==================== block 1
==> block_1/met3.png <==
The bar under the picture is 20 um long.
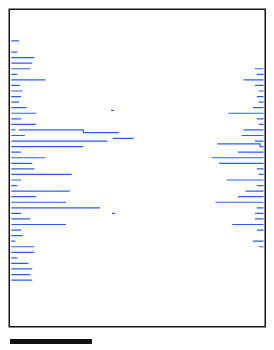

==> config.mk <==
export PLATFORM = sky130hd
export DESIGN_NAME = ram_port_arbiter
export DESIGN_NICKNAME = d
export VERILOG_FILES = /design/src/rtl/k_and_s_pkg.sv /design/src/rtl/ks_arb_pick.sv /design/src/rtl/ram_port_arbiter.sv
export SDC_FILE = /design/constraint.sdc
export NUM_CORES = 1
export LEC_CHECK = 0
export CAP_MARGIN = 20
export CORE_ASPECT_RATIO = 1.25
export CORE_UTILIZATION = 32
export CTS_CLUSTER_SIZE = 25
export DETAILED_ROUTE_END_ITERATION = 7
export GPL_ROUTABILITY_DRIVEN = 0
export GPL_TIMING_DRIVEN = 0
export PLACE_DENSITY = 0.78
export SLEW_MARGIN = 30
export SYNTH_ARGS = -nofsm -noshare
export SYNTH_HDL_FRONTEND = slang
export SYNTH_HIERARCHICAL = 1
export SYNTH_SLANG_ARGS = --single-unit
==> constraint.sdc <==
create_clock -name clk -period 1.75 [get_ports clk]
set_input_delay 0.175 -clock clk [delete_from_list [all_inputs] [get_ports clk]]
set_output_delay 0.175 -clock clk [all_outputs]
set_load 0.05 [all_outputs]
==> src/rtl/k_and_s_pkg.sv <==
//------------------------------------------------------------------------------
// Module  : k_and_s_pkg
// Brief   : Shared types and constants for the K&S RAM port arbiter.
// Revision: 1.0  initial release
//------------------------------------------------------------------------------
`default_nettype none

package k_and_s_pkg;

    typedef enum logic [1:0] {
        ARB_IDLE = 2'd0,
        ARB_CPU  = 2'd1,
        ARB_HOST = 2'd2
    } arb_state_t;

    typedef enum logic {
        ARB_PORT_CPU  = 1'b0,
        ARB_PORT_HOST = 1'b1
    } arb_port_t;

    localparam int KS_RAM_RD_LAT = 1;

endpackage

`default_nettype wire

==> src/rtl/ks_arb_pick.sv <==
//------------------------------------------------------------------------------
// Module  : ks_arb_pick
// Brief   : Combinational winner select from an eligible mask and a last-served
//           pointer (pointer ignored when RR_EN = 0, host wins every tie).
// Revision: 1.0  initial release
//------------------------------------------------------------------------------
`default_nettype none

module ks_arb_pick
    import k_and_s_pkg::*;
#(
    parameter bit RR_EN = 1'b0
) (
    input  logic [1:0] i_elig,       // [0] = core, [1] = host
    input  arb_port_t  i_last_port,
    output logic       o_vld,
    output arb_port_t  o_port
);

    logic w_host_first;

    always_comb begin
        w_host_first = !RR_EN || (i_last_port == ARB_PORT_CPU);
        o_vld        = |i_elig;
        o_port       = ARB_PORT_CPU;
        if (i_elig[1] && (!i_elig[0] || w_host_first)) begin
            o_port = ARB_PORT_HOST;
        end
    end

endmodule

`default_nettype wire

==> src/rtl/ram_port_arbiter.sv <==
//------------------------------------------------------------------------------
// Module  : ram_port_arbiter
// Brief   : Shares the single-port program/data RAM between the core and the
//           host loader port. Optional macro KS_ARB_ROUND_ROBIN_EN selects
//           round-robin tie-break instead of fixed host priority.
// Revision: 1.0  initial release
//------------------------------------------------------------------------------
`default_nettype none

module ram_port_arbiter
    import k_and_s_pkg::*;
#(
    parameter int ADDR_W = 5,
    parameter int DATA_W = 16
) (
    input  logic              clk,
    input  logic              rst_n,
    input  logic              cpu_req,
    input  logic              cpu_we,
    input  logic [ADDR_W-1:0] cpu_addr,
    input  logic [DATA_W-1:0] cpu_wdata,
    output logic              cpu_gnt,
    output logic              cpu_rvalid,
    output logic [DATA_W-1:0] cpu_rdata,
    output logic              cpu_stall,
    input  logic              host_req,
    input  logic              host_we,
    input  logic [ADDR_W-1:0] host_addr,
    input  logic [DATA_W-1:0] host_wdata,
    input  logic              host_lock,
    output logic              host_gnt,
    output logic              host_rvalid,
    output logic [DATA_W-1:0] host_rdata,
    output logic [ADDR_W-1:0] ram_addr,
    output logic [DATA_W-1:0] ram_wdata,
    output logic              ram_we,
    input  logic [DATA_W-1:0] ram_rdata
);

    arb_state_t        r_state;
    arb_state_t        w_state_nxt;
    logic              w_elig_cpu;
    logic              w_elig_host;
    logic              w_pick_vld;
    arb_port_t         w_pick_port;
    arb_port_t         w_last_port;
    logic              w_sel_we;
    logic [ADDR_W-1:0] w_sel_addr;
    logic [DATA_W-1:0] w_sel_wdata;
    logic [ADDR_W-1:0] r_ram_addr;
    logic [DATA_W-1:0] r_ram_wdata;
    logic              r_ram_we;
    logic              r_cpu_rvalid;
    logic              r_host_rvalid;

`ifdef KS_ARB_ROUND_ROBIN_EN
    localparam bit c_rr_en = 1'b1;

    arb_port_t r_last_port;

    always_ff @(posedge clk or negedge rst_n) begin
        if (!rst_n) begin
            r_last_port <= ARB_PORT_CPU;
        end else if (w_pick_vld) begin
            r_last_port <= w_pick_port;
        end
    end

    assign w_last_port = r_last_port;
`else
    localparam bit c_rr_en = 1'b0;

    assign w_last_port = ARB_PORT_CPU;
`endif

    // The current owner's request is masked so a lone requester idles one cycle
    assign w_elig_host = host_req & (r_state != ARB_HOST);
    assign w_elig_cpu  = cpu_req & ~host_lock & (r_state != ARB_CPU);

    ks_arb_pick #(
        .RR_EN(c_rr_en)
    ) u_pick (
        .i_elig     ({w_elig_host, w_elig_cpu}),
        .i_last_port(w_last_port),
        .o_vld      (w_pick_vld),
        .o_port     (w_pick_port)
    );

    always_comb begin
        w_state_nxt = ARB_IDLE;
        w_sel_we    = cpu_we;
        w_sel_addr  = cpu_addr;
        w_sel_wdata = cpu_wdata;
        if (w_pick_vld) begin
            if (w_pick_port == ARB_PORT_HOST) begin
                w_state_nxt = ARB_HOST;
                w_sel_we    = host_we;
                w_sel_addr  = host_addr;
                w_sel_wdata = host_wdata;
            end else begin
                w_state_nxt = ARB_CPU;
            end
        end
    end

    always_ff @(posedge clk or negedge rst_n) begin
        if (!rst_n) begin
            r_state       <= ARB_IDLE;
            r_ram_addr    <= '0;
            r_ram_wdata   <= '0;
            r_ram_we      <= 1'b0;
            r_cpu_rvalid  <= 1'b0;
            r_host_rvalid <= 1'b0;
        end else begin
            r_state  <= w_state_nxt;
            r_ram_we <= w_pick_vld & w_sel_we;
            if (w_pick_vld) begin
                r_ram_addr  <= w_sel_addr;
                r_ram_wdata <= w_sel_wdata;
            end
            r_cpu_rvalid  <= (r_state == ARB_CPU) & ~r_ram_we;
            r_host_rvalid <= (r_state == ARB_HOST) & ~r_ram_we;
        end
    end

    assign cpu_gnt     = (r_state == ARB_CPU);
    assign host_gnt    = (r_state == ARB_HOST);
    assign cpu_stall   = cpu_req & ~cpu_gnt;
    assign cpu_rvalid  = r_cpu_rvalid;
    assign host_rvalid = r_host_rvalid;
    assign cpu_rdata   = ram_rdata;
    assign host_rdata  = ram_rdata;
    assign ram_addr    = r_ram_addr;
    assign ram_wdata   = r_ram_wdata;
    assign ram_we      = r_ram_we;

endmodule

`default_nettype wire

==================== block 2
--- src/rtl/stage_seq.sv ---
// Single-clock stage sequencer: issues one-hot stage-enable strobes with per-stage
// wait states, memory stall, flush, single-step halt and a retired-instruction count.
module stage_seq #(
    parameter  int NUM_STAGES = 5,
    parameter  int WAIT_W     = 4,
    localparam int SW         = $clog2(NUM_STAGES)
) (
    input  logic                         i_clk,
    input  logic                         i_reset,
    input  logic                         i_run,
    input  logic                         i_step_mode,
    input  logic                         i_step,
    input  logic [NUM_STAGES*WAIT_W-1:0] i_stage_wait,
    input  logic                         i_mem_busy,
    input  logic                         i_flush,
    output logic [NUM_STAGES-1:0]        o_stage_en,
    output logic [SW-1:0]                o_stage,
    output logic                         o_instr_done,
    output logic [31:0]                  o_retired,
    output logic                         o_idle,
    output logic                         o_halted
);

    typedef enum logic [1:0] {
        S_IDLE,
        S_RUN,
        S_HALT
    } state_t;

    localparam logic [SW-1:0] LAST_STAGE = SW'(NUM_STAGES - 1);

    state_t              r_state;
    state_t              w_nextState;
    logic [SW-1:0]       r_stage;
    logic [SW-1:0]       w_nextStage;
    logic [WAIT_W-1:0]   r_waitCnt;
    logic [WAIT_W-1:0]   w_nextWaitCnt;
    logic [31:0]         r_retired;
    logic [31:0]         w_nextRetired;
    logic                w_commit;
    logic                w_lastStage;

    function automatic logic [WAIT_W-1:0] waitOf(input logic [NUM_STAGES*WAIT_W-1:0] waits,
                                                 input logic [SW-1:0] idx);
        return waits[int'(idx)*WAIT_W +: WAIT_W];
    endfunction

    // Reset gates the strobe too, so a reset cycle never commits a stage.
    assign w_commit    = (r_state == S_RUN) && !i_reset && !i_flush && !i_mem_busy
                         && (r_waitCnt == '0);
    assign w_lastStage = (r_stage == LAST_STAGE);

    always_ff @(posedge i_clk) begin
        if (i_reset) begin
            r_state   <= S_IDLE;
            r_stage   <= '0;
            r_waitCnt <= '0;
            r_retired <= '0;
        end else begin
            r_state   <= w_nextState;
            r_stage   <= w_nextStage;
            r_waitCnt <= w_nextWaitCnt;
            r_retired <= w_nextRetired;
        end
    end

    always_comb begin
        w_nextState   = r_state;
        w_nextStage   = r_stage;
        w_nextWaitCnt = r_waitCnt;
        w_nextRetired = r_retired;
        unique case (r_state)
            S_IDLE: begin
                if (i_run || (i_step_mode && i_step)) begin
                    w_nextState   = S_RUN;
                    w_nextStage   = '0;
                    w_nextWaitCnt = waitOf(i_stage_wait, '0);
                end
            end
            S_RUN: begin
                // Priority: flush, then stall, then wait-state countdown, then commit.
                if (i_flush) begin
                    w_nextStage   = '0;
                    w_nextWaitCnt = waitOf(i_stage_wait, '0);
                end else if (i_mem_busy) begin
                    w_nextWaitCnt = r_waitCnt;
                end else if (r_waitCnt != '0) begin
                    w_nextWaitCnt = r_waitCnt - WAIT_W'(1);
                end else if (!w_lastStage) begin
                    w_nextStage   = r_stage + SW'(1);
                    w_nextWaitCnt = waitOf(i_stage_wait, r_stage + SW'(1));
                end else begin
                    w_nextRetired = r_retired + 32'd1;
                    w_nextStage   = '0;
                    if (i_step_mode) begin
                        w_nextState   = S_HALT;
                        w_nextWaitCnt = '0;
                    end else if (!i_run) begin
                        w_nextState   = S_IDLE;
                        w_nextWaitCnt = '0;
                    end else begin
                        w_nextWaitCnt = waitOf(i_stage_wait, '0);
                    end
                end
            end
            S_HALT: begin
                if (i_step || (!i_step_mode && i_run)) begin
                    w_nextState   = S_RUN;
                    w_nextStage   = '0;
                    w_nextWaitCnt = waitOf(i_stage_wait, '0);
                end else if (!i_step_mode) begin
                    w_nextState = S_IDLE;
                end
            end
            default: begin
                w_nextState   = S_IDLE;
                w_nextStage   = '0;
                w_nextWaitCnt = '0;
            end
        endcase
    end

    always_comb begin
        o_stage_en   = '0;
        o_instr_done = 1'b0;
        if (w_commit) begin
            o_stage_en   = NUM_STAGES'(1) << r_stage;
            o_instr_done = w_lastStage;
        end
    end

    assign o_stage   = r_stage;
    assign o_retired = r_retired;
    assign o_idle    = (r_state == S_IDLE);
    assign o_halted  = (r_state == S_HALT);

endmodule

--- config.mk ---
export PLATFORM = sky130hd
export DESIGN_NAME = stage_seq
export DESIGN_NICKNAME = d
export VERILOG_FILES = /design/src/rtl/stage_seq.sv
export SDC_FILE = /design/constraint.sdc
export NUM_CORES = 1
export LEC_CHECK = 0
export CELL_PAD_IN_SITES_DETAIL_PLACEMENT = 1
export CELL_PAD_IN_SITES_GLOBAL_PLACEMENT = 2
export CORE_UTILIZATION = 27
export DETAILED_ROUTE_END_ITERATION = 8
export PLACE_DENSITY = 0.77
export SLEW_MARGIN = 30
export SYNTH_ARGS = -nofsm -noshare
export SYNTH_HDL_FRONTEND = slang
export SYNTH_SLANG_ARGS = --single-unit
--- constraint.sdc ---
create_clock -name i_clk -period 4.1 [get_ports i_clk]
set_clock_uncertainty 0.15 [all_clocks]
set_input_delay 1.23 -clock i_clk [delete_from_list [all_inputs] [get_ports i_clk]]
set_output_delay 1.23 -clock i_clk [all_outputs]
set_load 0.03 [all_outputs]
==================== block 3
$ cat config.mk
export PLATFORM = sky130hd
export DESIGN_NAME = muldiv_unit
export DESIGN_NICKNAME = d
export VERILOG_FILES = /design/src/rtl/muldiv_unit.sv
export SDC_FILE = /design/constraint.sdc
export NUM_CORES = 1
export LEC_CHECK = 0
export CAP_MARGIN = 20
export CELL_PAD_IN_SITES_DETAIL_PLACEMENT = 1
export CELL_PAD_IN_SITES_GLOBAL_PLACEMENT = 1
export CORE_MARGIN = 3
export CORE_UTILIZATION = 49
export DETAILED_ROUTE_END_ITERATION = 12
export PLACE_DENSITY_LB_ADDON = 0.1
export SLEW_MARGIN = 20
export SYNTH_ARGS = -nofsm -noshare
export SYNTH_HDL_FRONTEND = slang
export SYNTH_SLANG_ARGS = --single-unit
$ cat constraint.sdc
create_clock -name i_clk -period 14.3 [get_ports i_clk]
set_input_delay 2.86 -clock i_clk [delete_from_list [all_inputs] [get_ports i_clk]]
set_output_delay 2.86 -clock i_clk [all_outputs]
set_load 0.01 [all_outputs]
$ cat src/rtl/muldiv_unit.sv
// Iterative RV32M/RV64M multiply/divide unit.
// Radix-2 shift-add multiply and restoring divide, one bit per cycle.
module muldiv_unit #(
    parameter int XLEN       = 32,
    parameter bit ENABLE_DIV = 1'b1
) (
    input  logic            i_clk,
    input  logic            i_rst_n,
    input  logic            i_valid,
    input  logic [2:0]      i_op,
    input  logic [XLEN-1:0] i_data_1,
    input  logic [XLEN-1:0] i_data_2,
    input  logic            i_kill,
    output logic            o_ready,
    output logic            o_valid,
    output logic [XLEN-1:0] o_result
);

    localparam int CW = $clog2(XLEN);
    localparam logic [XLEN-1:0] MIN_NEG = {1'b1, {(XLEN-1){1'b0}}};

    typedef enum logic [1:0] {
        IDLE,
        BUSY,
        DONE
    } state_t;

    state_t            state, state_nxt;
    logic [2:0]        op_q;
    logic              neg_q;
    logic              neg_r_q;
    logic [XLEN-1:0]   opnd_q;
    logic [2*XLEN-1:0] acc_q;
    logic [CW-1:0]     cnt_q;

    logic            accept;
    logic            last;
    logic            a_signed, b_signed;
    logic            a_neg, b_neg;
    logic [XLEN-1:0] a_mag, b_mag;
    logic            div_zero, div_ovf, special;
    logic [XLEN-1:0] spec_res;

    logic [XLEN:0]     mul_sum;
    logic [XLEN:0]     div_sh, div_diff;
    logic [2*XLEN-1:0] mul_nxt, div_nxt, acc_nxt;
    logic [2*XLEN-1:0] prod;
    logic [XLEN-1:0]   quo, rem, res_fin;

    assign o_ready = (state == IDLE);
    assign o_valid = (state == DONE);
    assign accept  = i_valid && o_ready && !i_kill;
    assign last    = (cnt_q == CW'(XLEN-1));

    // Operand signedness follows funct3: MULH/MULHSU sign rs1, DIV/REM sign both.
    always_comb begin
        a_signed = i_op[2] ? !i_op[0] : (i_op[1] ^ i_op[0]);
        b_signed = i_op[2] ? !i_op[0] : (i_op[1:0] == 2'b01);
        a_neg    = a_signed && i_data_1[XLEN-1];
        b_neg    = b_signed && i_data_2[XLEN-1];
        a_mag    = a_neg ? -i_data_1 : i_data_1;
        b_mag    = b_neg ? -i_data_2 : i_data_2;
        div_zero = (i_data_2 == '0);
        div_ovf  = !i_op[0] && (i_data_1 == MIN_NEG) && (&i_data_2);
        special  = i_op[2] && (!ENABLE_DIV || div_zero || div_ovf);
        if (!ENABLE_DIV) begin
            spec_res = '0;
        end else if (div_zero) begin
            spec_res = i_op[1] ? i_data_1 : '1;
        end else begin
            spec_res = i_op[1] ? '0 : i_data_1;
        end
    end

    always_comb begin
        mul_sum  = {1'b0, acc_q[2*XLEN-1:XLEN]}
                 + (acc_q[0] ? {1'b0, opnd_q} : '0);
        mul_nxt  = {mul_sum, acc_q[XLEN-1:1]};
        div_sh   = acc_q[2*XLEN-1:XLEN-1];
        div_diff = div_sh - {1'b0, opnd_q};
        if (div_diff[XLEN]) begin
            div_nxt = {acc_q[2*XLEN-2:0], 1'b0};
        end else begin
            div_nxt = {div_diff[XLEN-1:0], acc_q[XLEN-2:0], 1'b1};
        end
        acc_nxt = op_q[2] ? div_nxt : mul_nxt;
    end

    // Sign fix-up on the final iteration's value, so the result lands with DONE.
    always_comb begin
        prod = neg_q ? -acc_nxt : acc_nxt;
        quo  = neg_q ? -acc_nxt[XLEN-1:0] : acc_nxt[XLEN-1:0];
        rem  = neg_r_q ? -acc_nxt[2*XLEN-1:XLEN]
                       : acc_nxt[2*XLEN-1:XLEN];
        unique case (1'b1)
            op_q == 3'b000:                   res_fin = prod[XLEN-1:0];
            !op_q[2] && op_q[1:0] != 2'b00:   res_fin = prod[2*XLEN-1:XLEN];
            op_q[2] && !op_q[1]:              res_fin = quo;
            op_q[2] && op_q[1]:               res_fin = rem;
            default:                          res_fin = '0;
        endcase
    end

    always_comb begin
        state_nxt = state;
        case (state)
            IDLE: begin
                if (accept) begin
                    state_nxt = special ? DONE : BUSY;
                end
            end
            BUSY: begin
                if (i_kill) begin
                    state_nxt = IDLE;
                end else if (last) begin
                    state_nxt = DONE;
                end
            end
            DONE:    state_nxt = IDLE;
            default: state_nxt = IDLE;
        endcase
    end

    always_ff @(posedge i_clk or negedge i_rst_n) begin
        if (!i_rst_n) begin
            state    <= IDLE;
            op_q     <= '0;
            neg_q    <= 1'b0;
            neg_r_q  <= 1'b0;
            opnd_q   <= '0;
            acc_q    <= '0;
            cnt_q    <= '0;
            o_result <= '0;
        end else begin
            state <= state_nxt;
            if (accept) begin
                op_q    <= i_op;
                neg_q   <= a_neg ^ b_neg;
                neg_r_q <= a_neg;
                cnt_q   <= '0;
                opnd_q  <= i_op[2] ? b_mag : a_mag;
                acc_q   <= {{XLEN{1'b0}}, i_op[2] ? a_mag : b_mag};
                if (special) begin
                    o_result <= spec_res;
                end
            end else if (state == BUSY && !i_kill) begin
                acc_q <= acc_nxt;
                cnt_q <= cnt_q + CW'(1);
                if (last) begin
                    o_result <= res_fin;
                end
            end
        end
    end

endmodule

==================== block 4
**config.mk**
```make
export PLATFORM = sky130hd
export DESIGN_NAME = alu_mc_flat
export DESIGN_NICKNAME = d
export VERILOG_FILES = /design/src/rtl/alu_mc_pkg.sv /design/src/rtl/alu_mc_if.sv /design/src/rtl/alu_mc_mul_shift_add.sv /design/src/rtl/alu_mc.sv /design/src/flat_wrapper.sv
export SDC_FILE = /design/constraint.sdc
export NUM_CORES = 1
export LEC_CHECK = 0
export ABC_AREA = 1
export CORE_ASPECT_RATIO = 1.4
export CORE_MARGIN = 2
export CORE_UTILIZATION = 43
export DETAILED_ROUTE_END_ITERATION = 7
export PLACE_DENSITY_LB_ADDON = 0.25
export REMOVE_ABC_BUFFERS = 1
export SYNTH_ARGS = -nofsm -noshare
export SYNTH_HDL_FRONTEND = slang
export SYNTH_SLANG_ARGS = --single-unit
export TNS_END_PERCENT = 1
```
**constraint.sdc**
```tcl
create_clock -name clk_i -period 7.8 [get_ports clk_i]
set_input_delay 1.17 -clock clk_i [delete_from_list [all_inputs] [get_ports clk_i]]
set_output_delay 1.17 -clock clk_i [all_outputs]
set_load 0.03 [all_outputs]
```
**src/rtl/alu_mc_pkg.sv**
```systemverilog
// Shared op-code and FSM state definitions for the multi-cycle ALU.
package alu_mc_pkg;

  typedef enum logic [2:0] {
    OP_RSV = 3'b000,
    OP_AND = 3'b001,
    OP_OR  = 3'b010,
    OP_ADD = 3'b011,
    OP_SUB = 3'b100,
    OP_NOR = 3'b101,
    OP_SLT = 3'b110,
    OP_MUL = 3'b111
  } op_e;

  typedef enum logic [1:0] {
    ST_IDLE = 2'd0,
    ST_MUL  = 2'd1,
    ST_DONE = 2'd2
  } state_e;

  // SUB and SLT both run the adder as A + ~B + 1.
  function automatic logic op_subtracts(op_e op);
    return (op == OP_SUB) || (op == OP_SLT);
  endfunction

endpackage

```
**src/rtl/alu_mc_if.sv**
```systemverilog
// Request/response bundle between the register-file read side and the ALU.
interface alu_mc_if #(
  parameter int unsigned WIDTH = 32
);
  logic             start_i;
  logic [2:0]       op_i;
  logic [WIDTH-1:0] src1_i;
  logic [WIDTH-1:0] src2_i;
  logic             busy_o;
  logic             done_o;
  logic [WIDTH-1:0] result_o;
  logic [WIDTH-1:0] result_hi_o;
  logic             zero_o;
  logic             cout_o;
  logic             overflow_o;

  modport master (
    output start_i, op_i, src1_i, src2_i,
    input  busy_o, done_o, result_o, result_hi_o, zero_o, cout_o, overflow_o
  );

  modport slave (
    input  start_i, op_i, src1_i, src2_i,
    output busy_o, done_o, result_o, result_hi_o, zero_o, cout_o, overflow_o
  );
endinterface

```
**src/rtl/alu_mc_mul_shift_add.sv**
```systemverilog
// Iterative unsigned shift-add multiplier: one partial product per step.
module mul_shift_add #(
  parameter int unsigned WIDTH = 32
) (
  input  logic               clk_i,
  input  logic               rst_i,
  input  logic               load_i,
  input  logic               step_i,
  input  logic [WIDTH-1:0]   mcand_i,
  input  logic [WIDTH-1:0]   mplier_i,
  output logic               last_o,
  output logic [2*WIDTH-1:0] prod_nxt_o
);

  localparam int unsigned CW = (WIDTH > 1) ? $clog2(WIDTH) : 1;

  logic [CW-1:0]      cnt_q;
  logic [WIDTH-1:0]   mcand_q;
  logic [2*WIDTH-1:0] acc_q;
  logic [WIDTH-1:0]   addend;
  logic [WIDTH:0]     upper;

  // Low half of the accumulator starts as the multiplier and is consumed LSB first
  // while the product grows into the upper half from the left.
  always_comb begin
    addend     = acc_q[0] ? mcand_q : '0;
    upper      = {1'b0, acc_q[2*WIDTH-1:WIDTH]} + {1'b0, addend};
    prod_nxt_o = {upper, acc_q[WIDTH-1:1]};
  end

  assign last_o = step_i && (cnt_q == CW'(WIDTH - 1));

  // Operand load on accept, one shift-add per step.
  always_ff @(posedge clk_i) begin
    if (rst_i) begin
      cnt_q   <= '0;
      mcand_q <= '0;
      acc_q   <= '0;
    end else if (load_i) begin
      cnt_q   <= '0;
      mcand_q <= mcand_i;
      acc_q   <= {{WIDTH{1'b0}}, mplier_i};
    end else if (step_i) begin
      cnt_q   <= cnt_q + CW'(1);
      acc_q   <= prod_nxt_o;
    end
  end

endmodule

```
**src/rtl/alu_mc.sv**
```systemverilog
// Multi-cycle ALU: single-cycle logic/arith ops plus iterative unsigned multiply,
// with a start/busy/done handshake that allows issue in the DONE cycle.
module alu_mc
  import alu_mc_pkg::*;
#(
  parameter int unsigned WIDTH  = 32,
  parameter bit          MUL_EN = 1'b1
) (
  input  logic     clk_i,
  input  logic     rst_i,
  alu_mc_if.slave  bus
);

  state_e             state_q, state_d;
  op_e                op;
  logic               is_mul;
  logic               accept;
  logic               mul_last;
  logic [WIDTH-1:0]   a, b, b_eff, sum;
  logic               carry, ovf_add, sub_mode;
  logic [WIDTH-1:0]   res_d;
  logic               cout_d, ovf_d;
  logic [2*WIDTH-1:0] prod_nxt;
  logic [WIDTH-1:0]   result_q, result_hi_q;
  logic               cout_q, ovf_q;

  assign op       = op_e'(bus.op_i);
  assign a        = bus.src1_i;
  assign b        = bus.src2_i;
  assign is_mul   = MUL_EN && (op == OP_MUL);
  assign accept   = bus.start_i && (state_q != ST_MUL);
  assign sub_mode = op_subtracts(op);

  // Shared adder: SUB/SLT use the inverted operand with carry-in 1.
  always_comb begin
    b_eff        = sub_mode ? ~b : b;
    {carry, sum} = {1'b0, a} + {1'b0, b_eff} + {{WIDTH{1'b0}}, sub_mode};
    ovf_add      = (a[WIDTH-1] == b_eff[WIDTH-1]) && (sum[WIDTH-1] != a[WIDTH-1]);
  end

  // Single-cycle result selection; reserved codes produce zero.
  always_comb begin
    res_d  = '0;
    cout_d = 1'b0;
    ovf_d  = 1'b0;
    case (op)
      OP_AND: res_d = a & b;
      OP_OR:  res_d = a | b;
      OP_NOR: res_d = ~(a | b);
      OP_ADD, OP_SUB: begin
        res_d  = sum;
        cout_d = carry;
        ovf_d  = ovf_add;
      end
      // Sign of the difference corrected by overflow gives the true signed compare.
      OP_SLT: res_d = {{(WIDTH-1){1'b0}}, sum[WIDTH-1] ^ ovf_add};
      default: res_d = '0;
    endcase
  end

  // FSM state register.
  always_ff @(posedge clk_i) begin
    if (rst_i) state_q <= ST_IDLE;
    else       state_q <= state_d;
  end

  // Next-state: IDLE and DONE both accept, so ops can issue back-to-back.
  always_comb begin
    state_d = state_q;
    case (state_q)
      ST_IDLE, ST_DONE: begin
        if (bus.start_i) state_d = is_mul ? ST_MUL : ST_DONE;
        else             state_d = ST_IDLE;
      end
      ST_MUL: if (mul_last) state_d = ST_DONE;
      default: state_d = ST_IDLE;
    endcase
  end

  mul_shift_add #(
    .WIDTH (WIDTH)
  ) u_mul (
    .clk_i      (clk_i),
    .rst_i      (rst_i),
    .load_i     (accept && is_mul),
    .step_i     (state_q == ST_MUL),
    .mcand_i    (a),
    .mplier_i   (b),
    .last_o     (mul_last),
    .prod_nxt_o (prod_nxt)
  );

  // Result registers update only when an op completes, so they hold through MUL.
  always_ff @(posedge clk_i) begin
    if (rst_i) begin
      result_q    <= '0;
      result_hi_q <= '0;
      cout_q      <= 1'b0;
      ovf_q       <= 1'b0;
    end else if (accept && !is_mul) begin
      result_q    <= res_d;
      result_hi_q <= '0;
      cout_q      <= cout_d;
      ovf_q       <= ovf_d;
    end else if (mul_last) begin
      result_q    <= prod_nxt[WIDTH-1:0];
      result_hi_q <= prod_nxt[2*WIDTH-1:WIDTH];
      cout_q      <= 1'b0;
      ovf_q       <= |prod_nxt[2*WIDTH-1:WIDTH];
    end
  end

  assign bus.busy_o      = (state_q == ST_MUL);
  assign bus.done_o      = (state_q == ST_DONE);
  assign bus.result_o    = result_q;
  assign bus.result_hi_o = result_hi_q;
  assign bus.zero_o      = (result_q == '0);
  assign bus.cout_o      = cout_q;
  assign bus.overflow_o  = ovf_q;

endmodule

```
**src/flat_wrapper.sv**
```systemverilog
// flat-port wrapper written by rule: the top's interface ports become plain ports
module alu_mc_flat import alu_mc_pkg::*;
#(
  parameter int unsigned WIDTH  = 32,
  parameter bit          MUL_EN = 1'b1
)
  (clk_i, rst_i, bus_start_i, bus_op_i, bus_src1_i, bus_src2_i, bus_busy_o, bus_done_o, bus_result_o, bus_result_hi_o, bus_zero_o, bus_cout_o, bus_overflow_o);
  alu_mc_if #(.WIDTH(WIDTH)) bus_i ();
  input  logic clk_i;
  input  logic rst_i;
  input wire logic [$bits(bus_i.start_i)-1:0] bus_start_i;
  input wire logic [$bits(bus_i.op_i)-1:0] bus_op_i;
  input wire logic [$bits(bus_i.src1_i)-1:0] bus_src1_i;
  input wire logic [$bits(bus_i.src2_i)-1:0] bus_src2_i;
  output wire logic [$bits(bus_i.busy_o)-1:0] bus_busy_o;
  output wire logic [$bits(bus_i.done_o)-1:0] bus_done_o;
  output wire logic [$bits(bus_i.result_o)-1:0] bus_result_o;
  output wire logic [$bits(bus_i.result_hi_o)-1:0] bus_result_hi_o;
  output wire logic [$bits(bus_i.zero_o)-1:0] bus_zero_o;
  output wire logic [$bits(bus_i.cout_o)-1:0] bus_cout_o;
  output wire logic [$bits(bus_i.overflow_o)-1:0] bus_overflow_o;
  assign bus_i.start_i = bus_start_i;
  assign bus_i.op_i = bus_op_i;
  assign bus_i.src1_i = bus_src1_i;
  assign bus_i.src2_i = bus_src2_i;
  assign bus_busy_o = bus_i.busy_o;
  assign bus_done_o = bus_i.done_o;
  assign bus_result_o = bus_i.result_o;
  assign bus_result_hi_o = bus_i.result_hi_o;
  assign bus_zero_o = bus_i.zero_o;
  assign bus_cout_o = bus_i.cout_o;
  assign bus_overflow_o = bus_i.overflow_o;
  alu_mc #(.WIDTH(WIDTH), .MUL_EN(MUL_EN)) u_core (.clk_i(clk_i), .rst_i(rst_i), .bus(bus_i));
endmodule
```

## Gallery

Routed metal, one colour a layer.
panel A
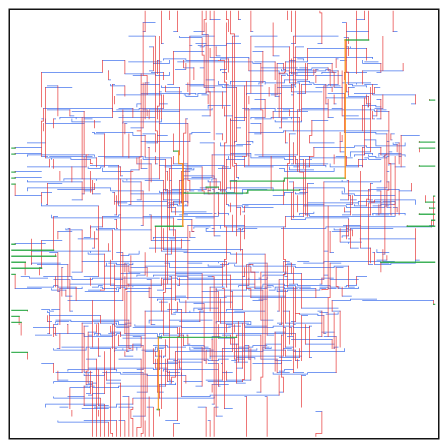
panel B
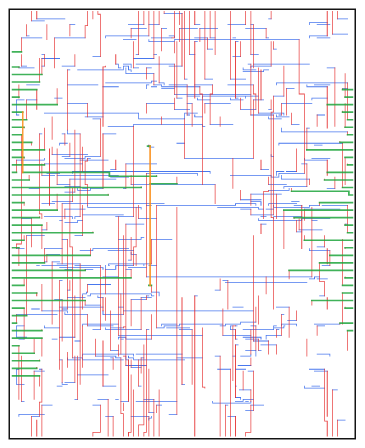
panel C
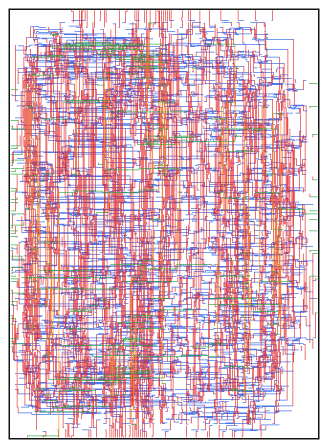
panel D
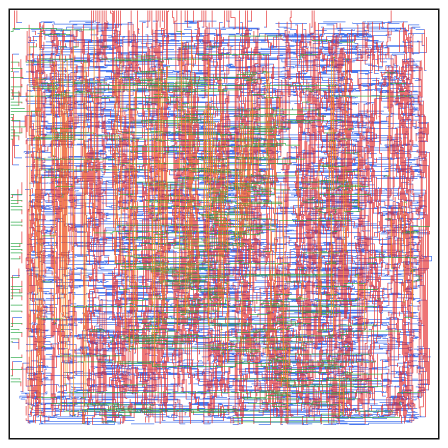
panel D: block 3
panel B: block 1
panel A: block 2
panel C: block 4

==> block_4/clock_map.png <==
The bar under the picture is 50 um long.
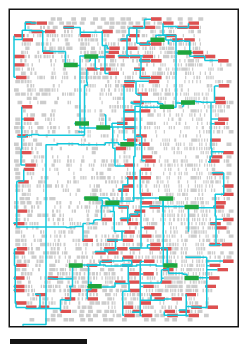
Key: clock wires = cyan [length 2550 um]; flip-flops = red [count 169]; cells driving clock nets = green [count 17]
There are 18 routed clock nets.

==> impl_metrics.yaml, block 4 <==
# physical design summary
drt:
  num_vias: 13851
  ant_nets: 0
power_and_ir_drop:
  pwr-share-seq_pct: 38.7
  vdd_drop_max_mv: 0.158
grt:
  grt_usage_pct: 30.1
sta:
  finalHoldViolations: 0
clock_tree:
  ctsHoldBuffers: 0
finish:
  mostFrequentLayoutCells: "601 x nand2_1, 287 x inv_1, 203 x nor2_1"
  nonClkBufAreaFrac_pct: 10.1
synth:
  top_cell_area_share_pct: 27.1
  area_leaders: "dfxtp_1 27%, nand2_1 18%, inv_1 8.6%, ha_1 6.8%, nor2_1 6.2%"
status:
  status: "completed"
critical_path:
  path_class: "input pin to register"
place:
  io_buffers: 138
  place_area_um2: 14200
## block 4: logic make-up after synthesis
group / count (synthesis) / synth area share (%)
compound gates: 423 / 19.5
buf+inv: 366 / 11.1
xor+xnor: 45 / 3.15
flops: 169 / 27.1
simple gates: 986 / 32.1
fa+ha+maj: 70 / 7.13
## block 4: sequential cells by signal, indices dropped and copies added, names as in the netlist
register                count
u_core.bus.cout_o           1
u_core.bus.overflow_o       1
u_core.bus.result_hi_o     32
u_core.bus.result_o        32
u_core.state_q              2
u_core.u_mul.acc_q         64
u_core.u_mul.cnt_q          5
u_core.u_mul.mcand_q       32
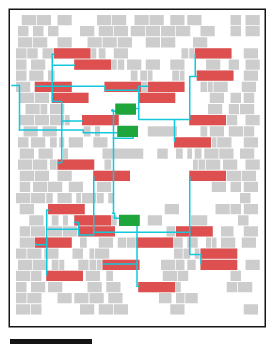
(block_1/clock_map.png)
The bar under the picture is 20 um long.
Key: clock wires = cyan [length 311 um]; cells driving clock nets = green [count 3]; flip-flops = red [count 26]
There are 4 routed clock nets.

About block_1/met3.png:
The wires run mostly horizontal. The layer carries 400 um of wire. The longest straight run is 23.2 um.

==> impl_metrics.yaml, block 1 <==
# physical design summary
finish:
  mostFrequentLayoutCells: "103 x clkdlybuf4s50_1, 34 x buf_4, 26 x dfrtp_1"
  comb_share_pct: 17.8
  nets: 322
  buffers: 149
floorplan:
  rows: 27
critical_path:
  cp-startpoint: "ram_wdata[0]$_DFFE_PN0P_"
  rrSetupSlack_ns: 0.15
place:
  place_area_um2: 2590
  place_ws_ns: -0.0198
status:
  status: "completed"
power_and_ir_drop:
  p_seq_uw: 744
  p_int_uw: 1320
  p_total_uw: 2240
grt:
  grt_start_max_net_pins: 27
sta:
  slew_headroom_pct: 60.9
[block 1: worst register-to-register path, stage by stage (launching register included)]
cell and delay, ns:
dfrtp_1 0.38, nand2b_1 0.17, and2_1 0.17, or2_1 0.22
buf_2 0.17, clkbuf_4 0.20, nor2_1 0.14, a21oi_1 0.05
[block 1: flip-flops by register name, summed over array words and instances (netlist names)]
name,cells
ram_we,1
host_rvalid,1
cpu_rvalid,1
ram_wdata,16
ram_addr,5
r_state,2
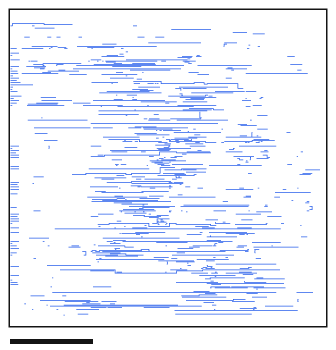
(block_3/met3.png)
The bar under the picture is 50 um long.
368 nets have wire on it. The layer carries 6310 um of wire. The wires run mostly horizontal.

==> impl_metrics.yaml, block 3 <==
# physical design summary
sta:
  skew_ns: 0.0135
critical_path:
  r2r-end: "o_result[28]$_DFFE_PN0P_"
  critical_path.max_stage_delay_ns: 0.69
  cp-end-kind: "register"
  rrSetupSlack_ns: 7.94
  r2r-start: "acc_q[55]$_DFFE_PN0P_"
synth:
  top_cells_by_count: "267 x nand2_1, 221 x o21ai_0, 194 x a21oi_1"
  synth-adder-area-share_pct: 5.71
  xor_share_pct: 8.56
  ys_sh_aoi_pct: 31.7
  syn_area_per_cell_um2: 7.40
power_and_ir_drop:
  p_total_uw: 5060
  switchingPower_uw: 3050
  power_clock_uw: 452
  maxPowerGroup: "combinational cells"
run:
  cap_viol_max_count: 0
finish:
  mostFrequentLayoutCells: "266 x nand2_1, 221 x o21ai_0, 194 x a21oi_1"
  fin_cells: 2697
clock_tree:
  cts.path.max_buffers: 2
  cts_setup_buffers: 0
  clock_latency_ns: 0.45
place:
  gp_congestion: 1.06
drt:
  drc_errors: 0
  firstDrtPassIters: 6
floorplan:
  initCoreUtil_pct: 50.1
status:
  status: "completed"
==> block 3: sequential cells by signal (all words and copies together), names as in the netlist <==
signal and flops:
op_q 3, neg_r_q 1, cnt_q 5, state 2, neg_q 1, acc_q 64
o_result 32, opnd_q 32
==> block 3: routing by layer <==
metal / global-route usage (%) / routed length, um / vias up
met4: 27.1 / 5870 / 0
met1: 51.7 / 29600 / 9229
li1: - / - / 8283
met5: 0 / 0 / -
met3: 7.11 / 6310 / 252
met2: 66.0 / 34000 / 954
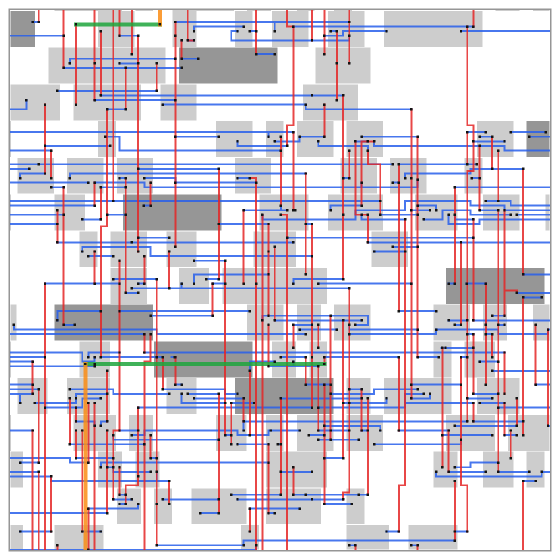
(block_2/zoom.png)
Region (28, 9) to (68, 49) um. Cells in grey, sequential cells in the stronger grey; small squares are vias.
Key: met2 = red; met4 = orange; met1 = blue; met3 = green
83 logic cells have their middle in the window. Most frequent: buf_4 (10), nand2_1 (6), dfxtp_1 (6). Sequential cells in the window: 6. Netlist names of flops here include r_waitCnt (4).

==> impl_metrics.yaml, block 2 <==
# physical design summary
status:
  status: "completed"
finish:
  fin_cells: 485
  num_antenna_cells: 0
  buffers: 87
critical_path:
  worstRegToRegCells: 8
  critPathArrivalTime_ns: 2.65
  required_ns: 2.72
  cp-startpoint: "i_mem_busy"
  start_kind: "input pin"
  cpMaxStageDelayCell: "or4b_4"
hold_path:
  min_to: "o_retired[31]$_SDFFE_PP0P_"
grt:
  use_met3_pct: 2.46
synth:
  synth-main-ff-cell: "dfxtp_1"
  synth_area_um2: 2430
  top_cell: "dfxtp_1"
floorplan:
  die_y_um: 96.9
  rows: 34
power_and_ir_drop:
  clock_power_share_pct: 34.8
drt:
  drt_iter0_markers: 61
sta:
  hold_ws_ns: 0.343
  period_used_pct: 98.2
  fmax_mhz: 248
-- block 2: worst reg2reg max path: stages, from the launching register on --
cell     delay [ns]
dfxtp_1        0.34
inv_1          0.10
ha_1           0.25
or4b_4         0.54
buf_4          0.20
nor4b_4        0.39
nand3_2        0.26
or4_1          0.52
a21oi_1        0.15
-- block 2: timing repair --
action,CTS,global route
endpoints found under the setup margin,6,6
hold buffers,0,0
pin swaps,4,2
cloned,0,0
gates resized,12,0
setup buffers,0,0
-- block 2: flip-flops by register name, summed over array words and instances, names as in the netlist --
register and cells:
r_state 2, o_stage 3, o_retired 32, r_waitCnt 4


==> notes/layouts.md <==
Pictures saved along the way, in no particular order.

A small window of the routed layout.
(a)
Region (54, 42) to (94, 82) um. Cells in grey, sequential cells in the stronger grey; small squares are vias.
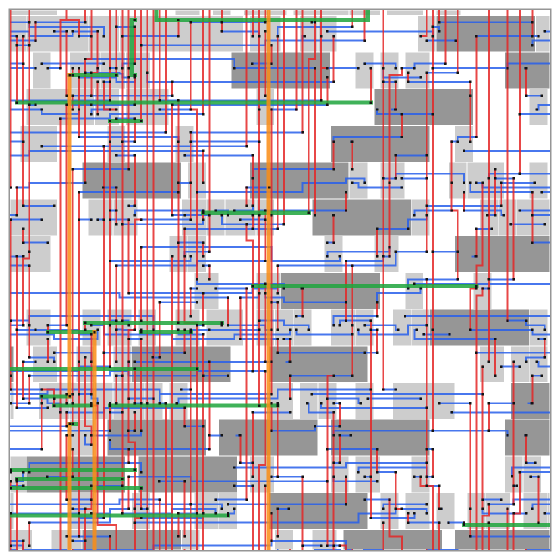
(b)
Region (75, 37) to (115, 77) um. Cells in grey, sequential cells in the stronger grey; small squares are vias.
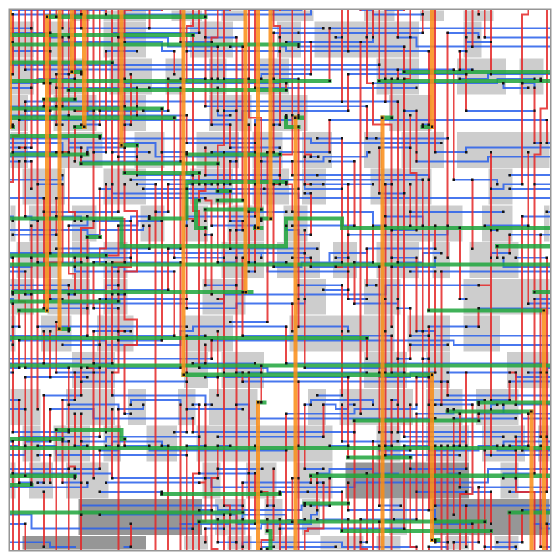
(c)
Region (11, 3) to (51, 43) um. Cells in grey, sequential cells in the stronger grey; small squares are vias.
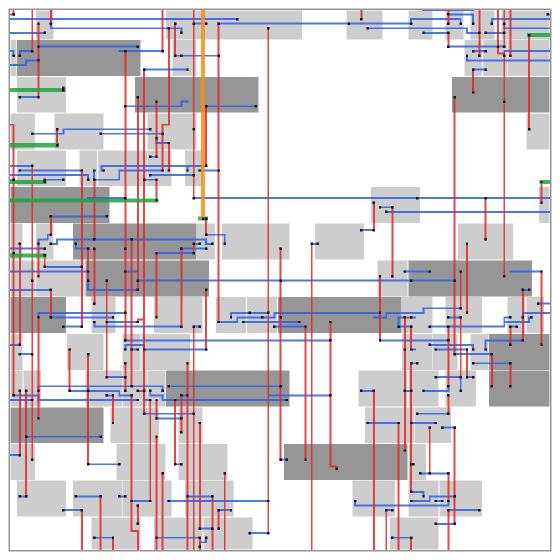
- block 4 = (a)
- block 1 = (c)
- block 3 = (b)


==> screenshots <==
Placed standard cells.
image #1
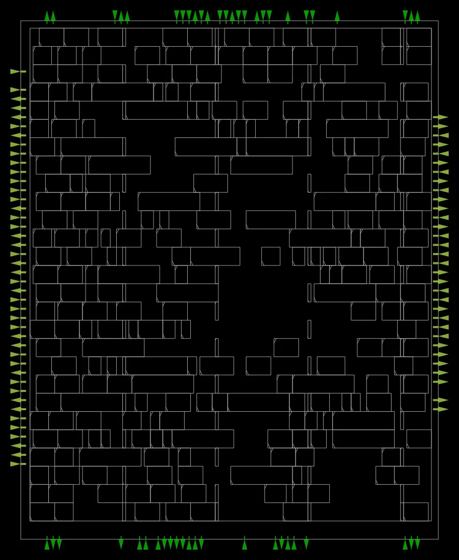
image #2
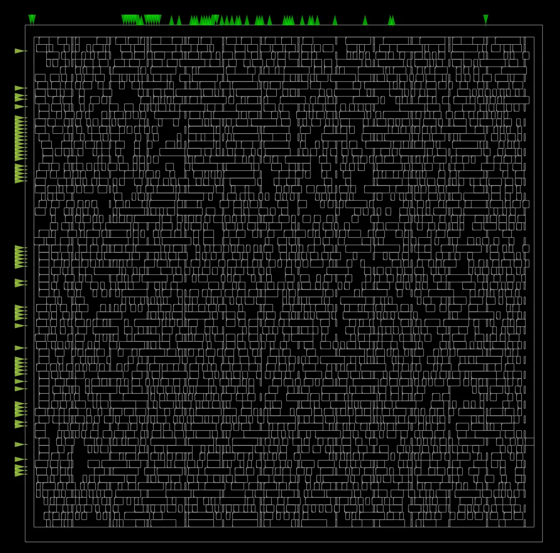
image #3
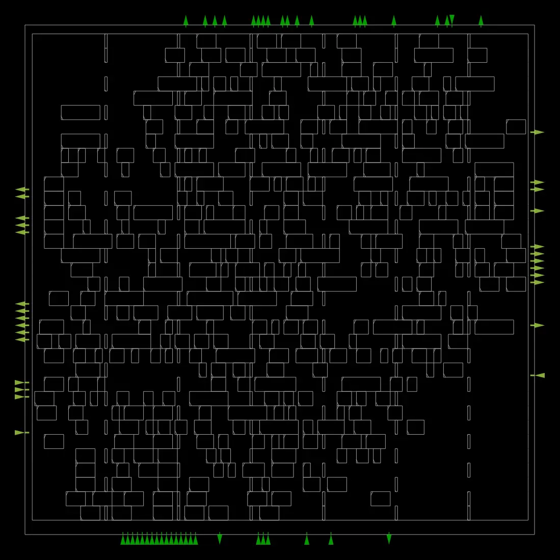
image #4
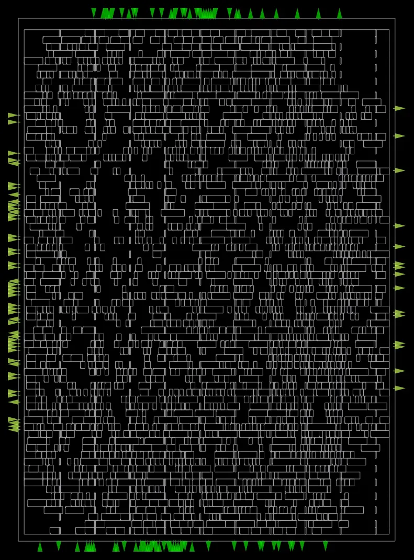
- block 4 = image #4
- block 2 = image #3
- block 3 = image #2
- block 1 = image #1
- lowest utilization: image #3
- fewest sequential cells: image #1

Power and IR drop assume default switching activity.
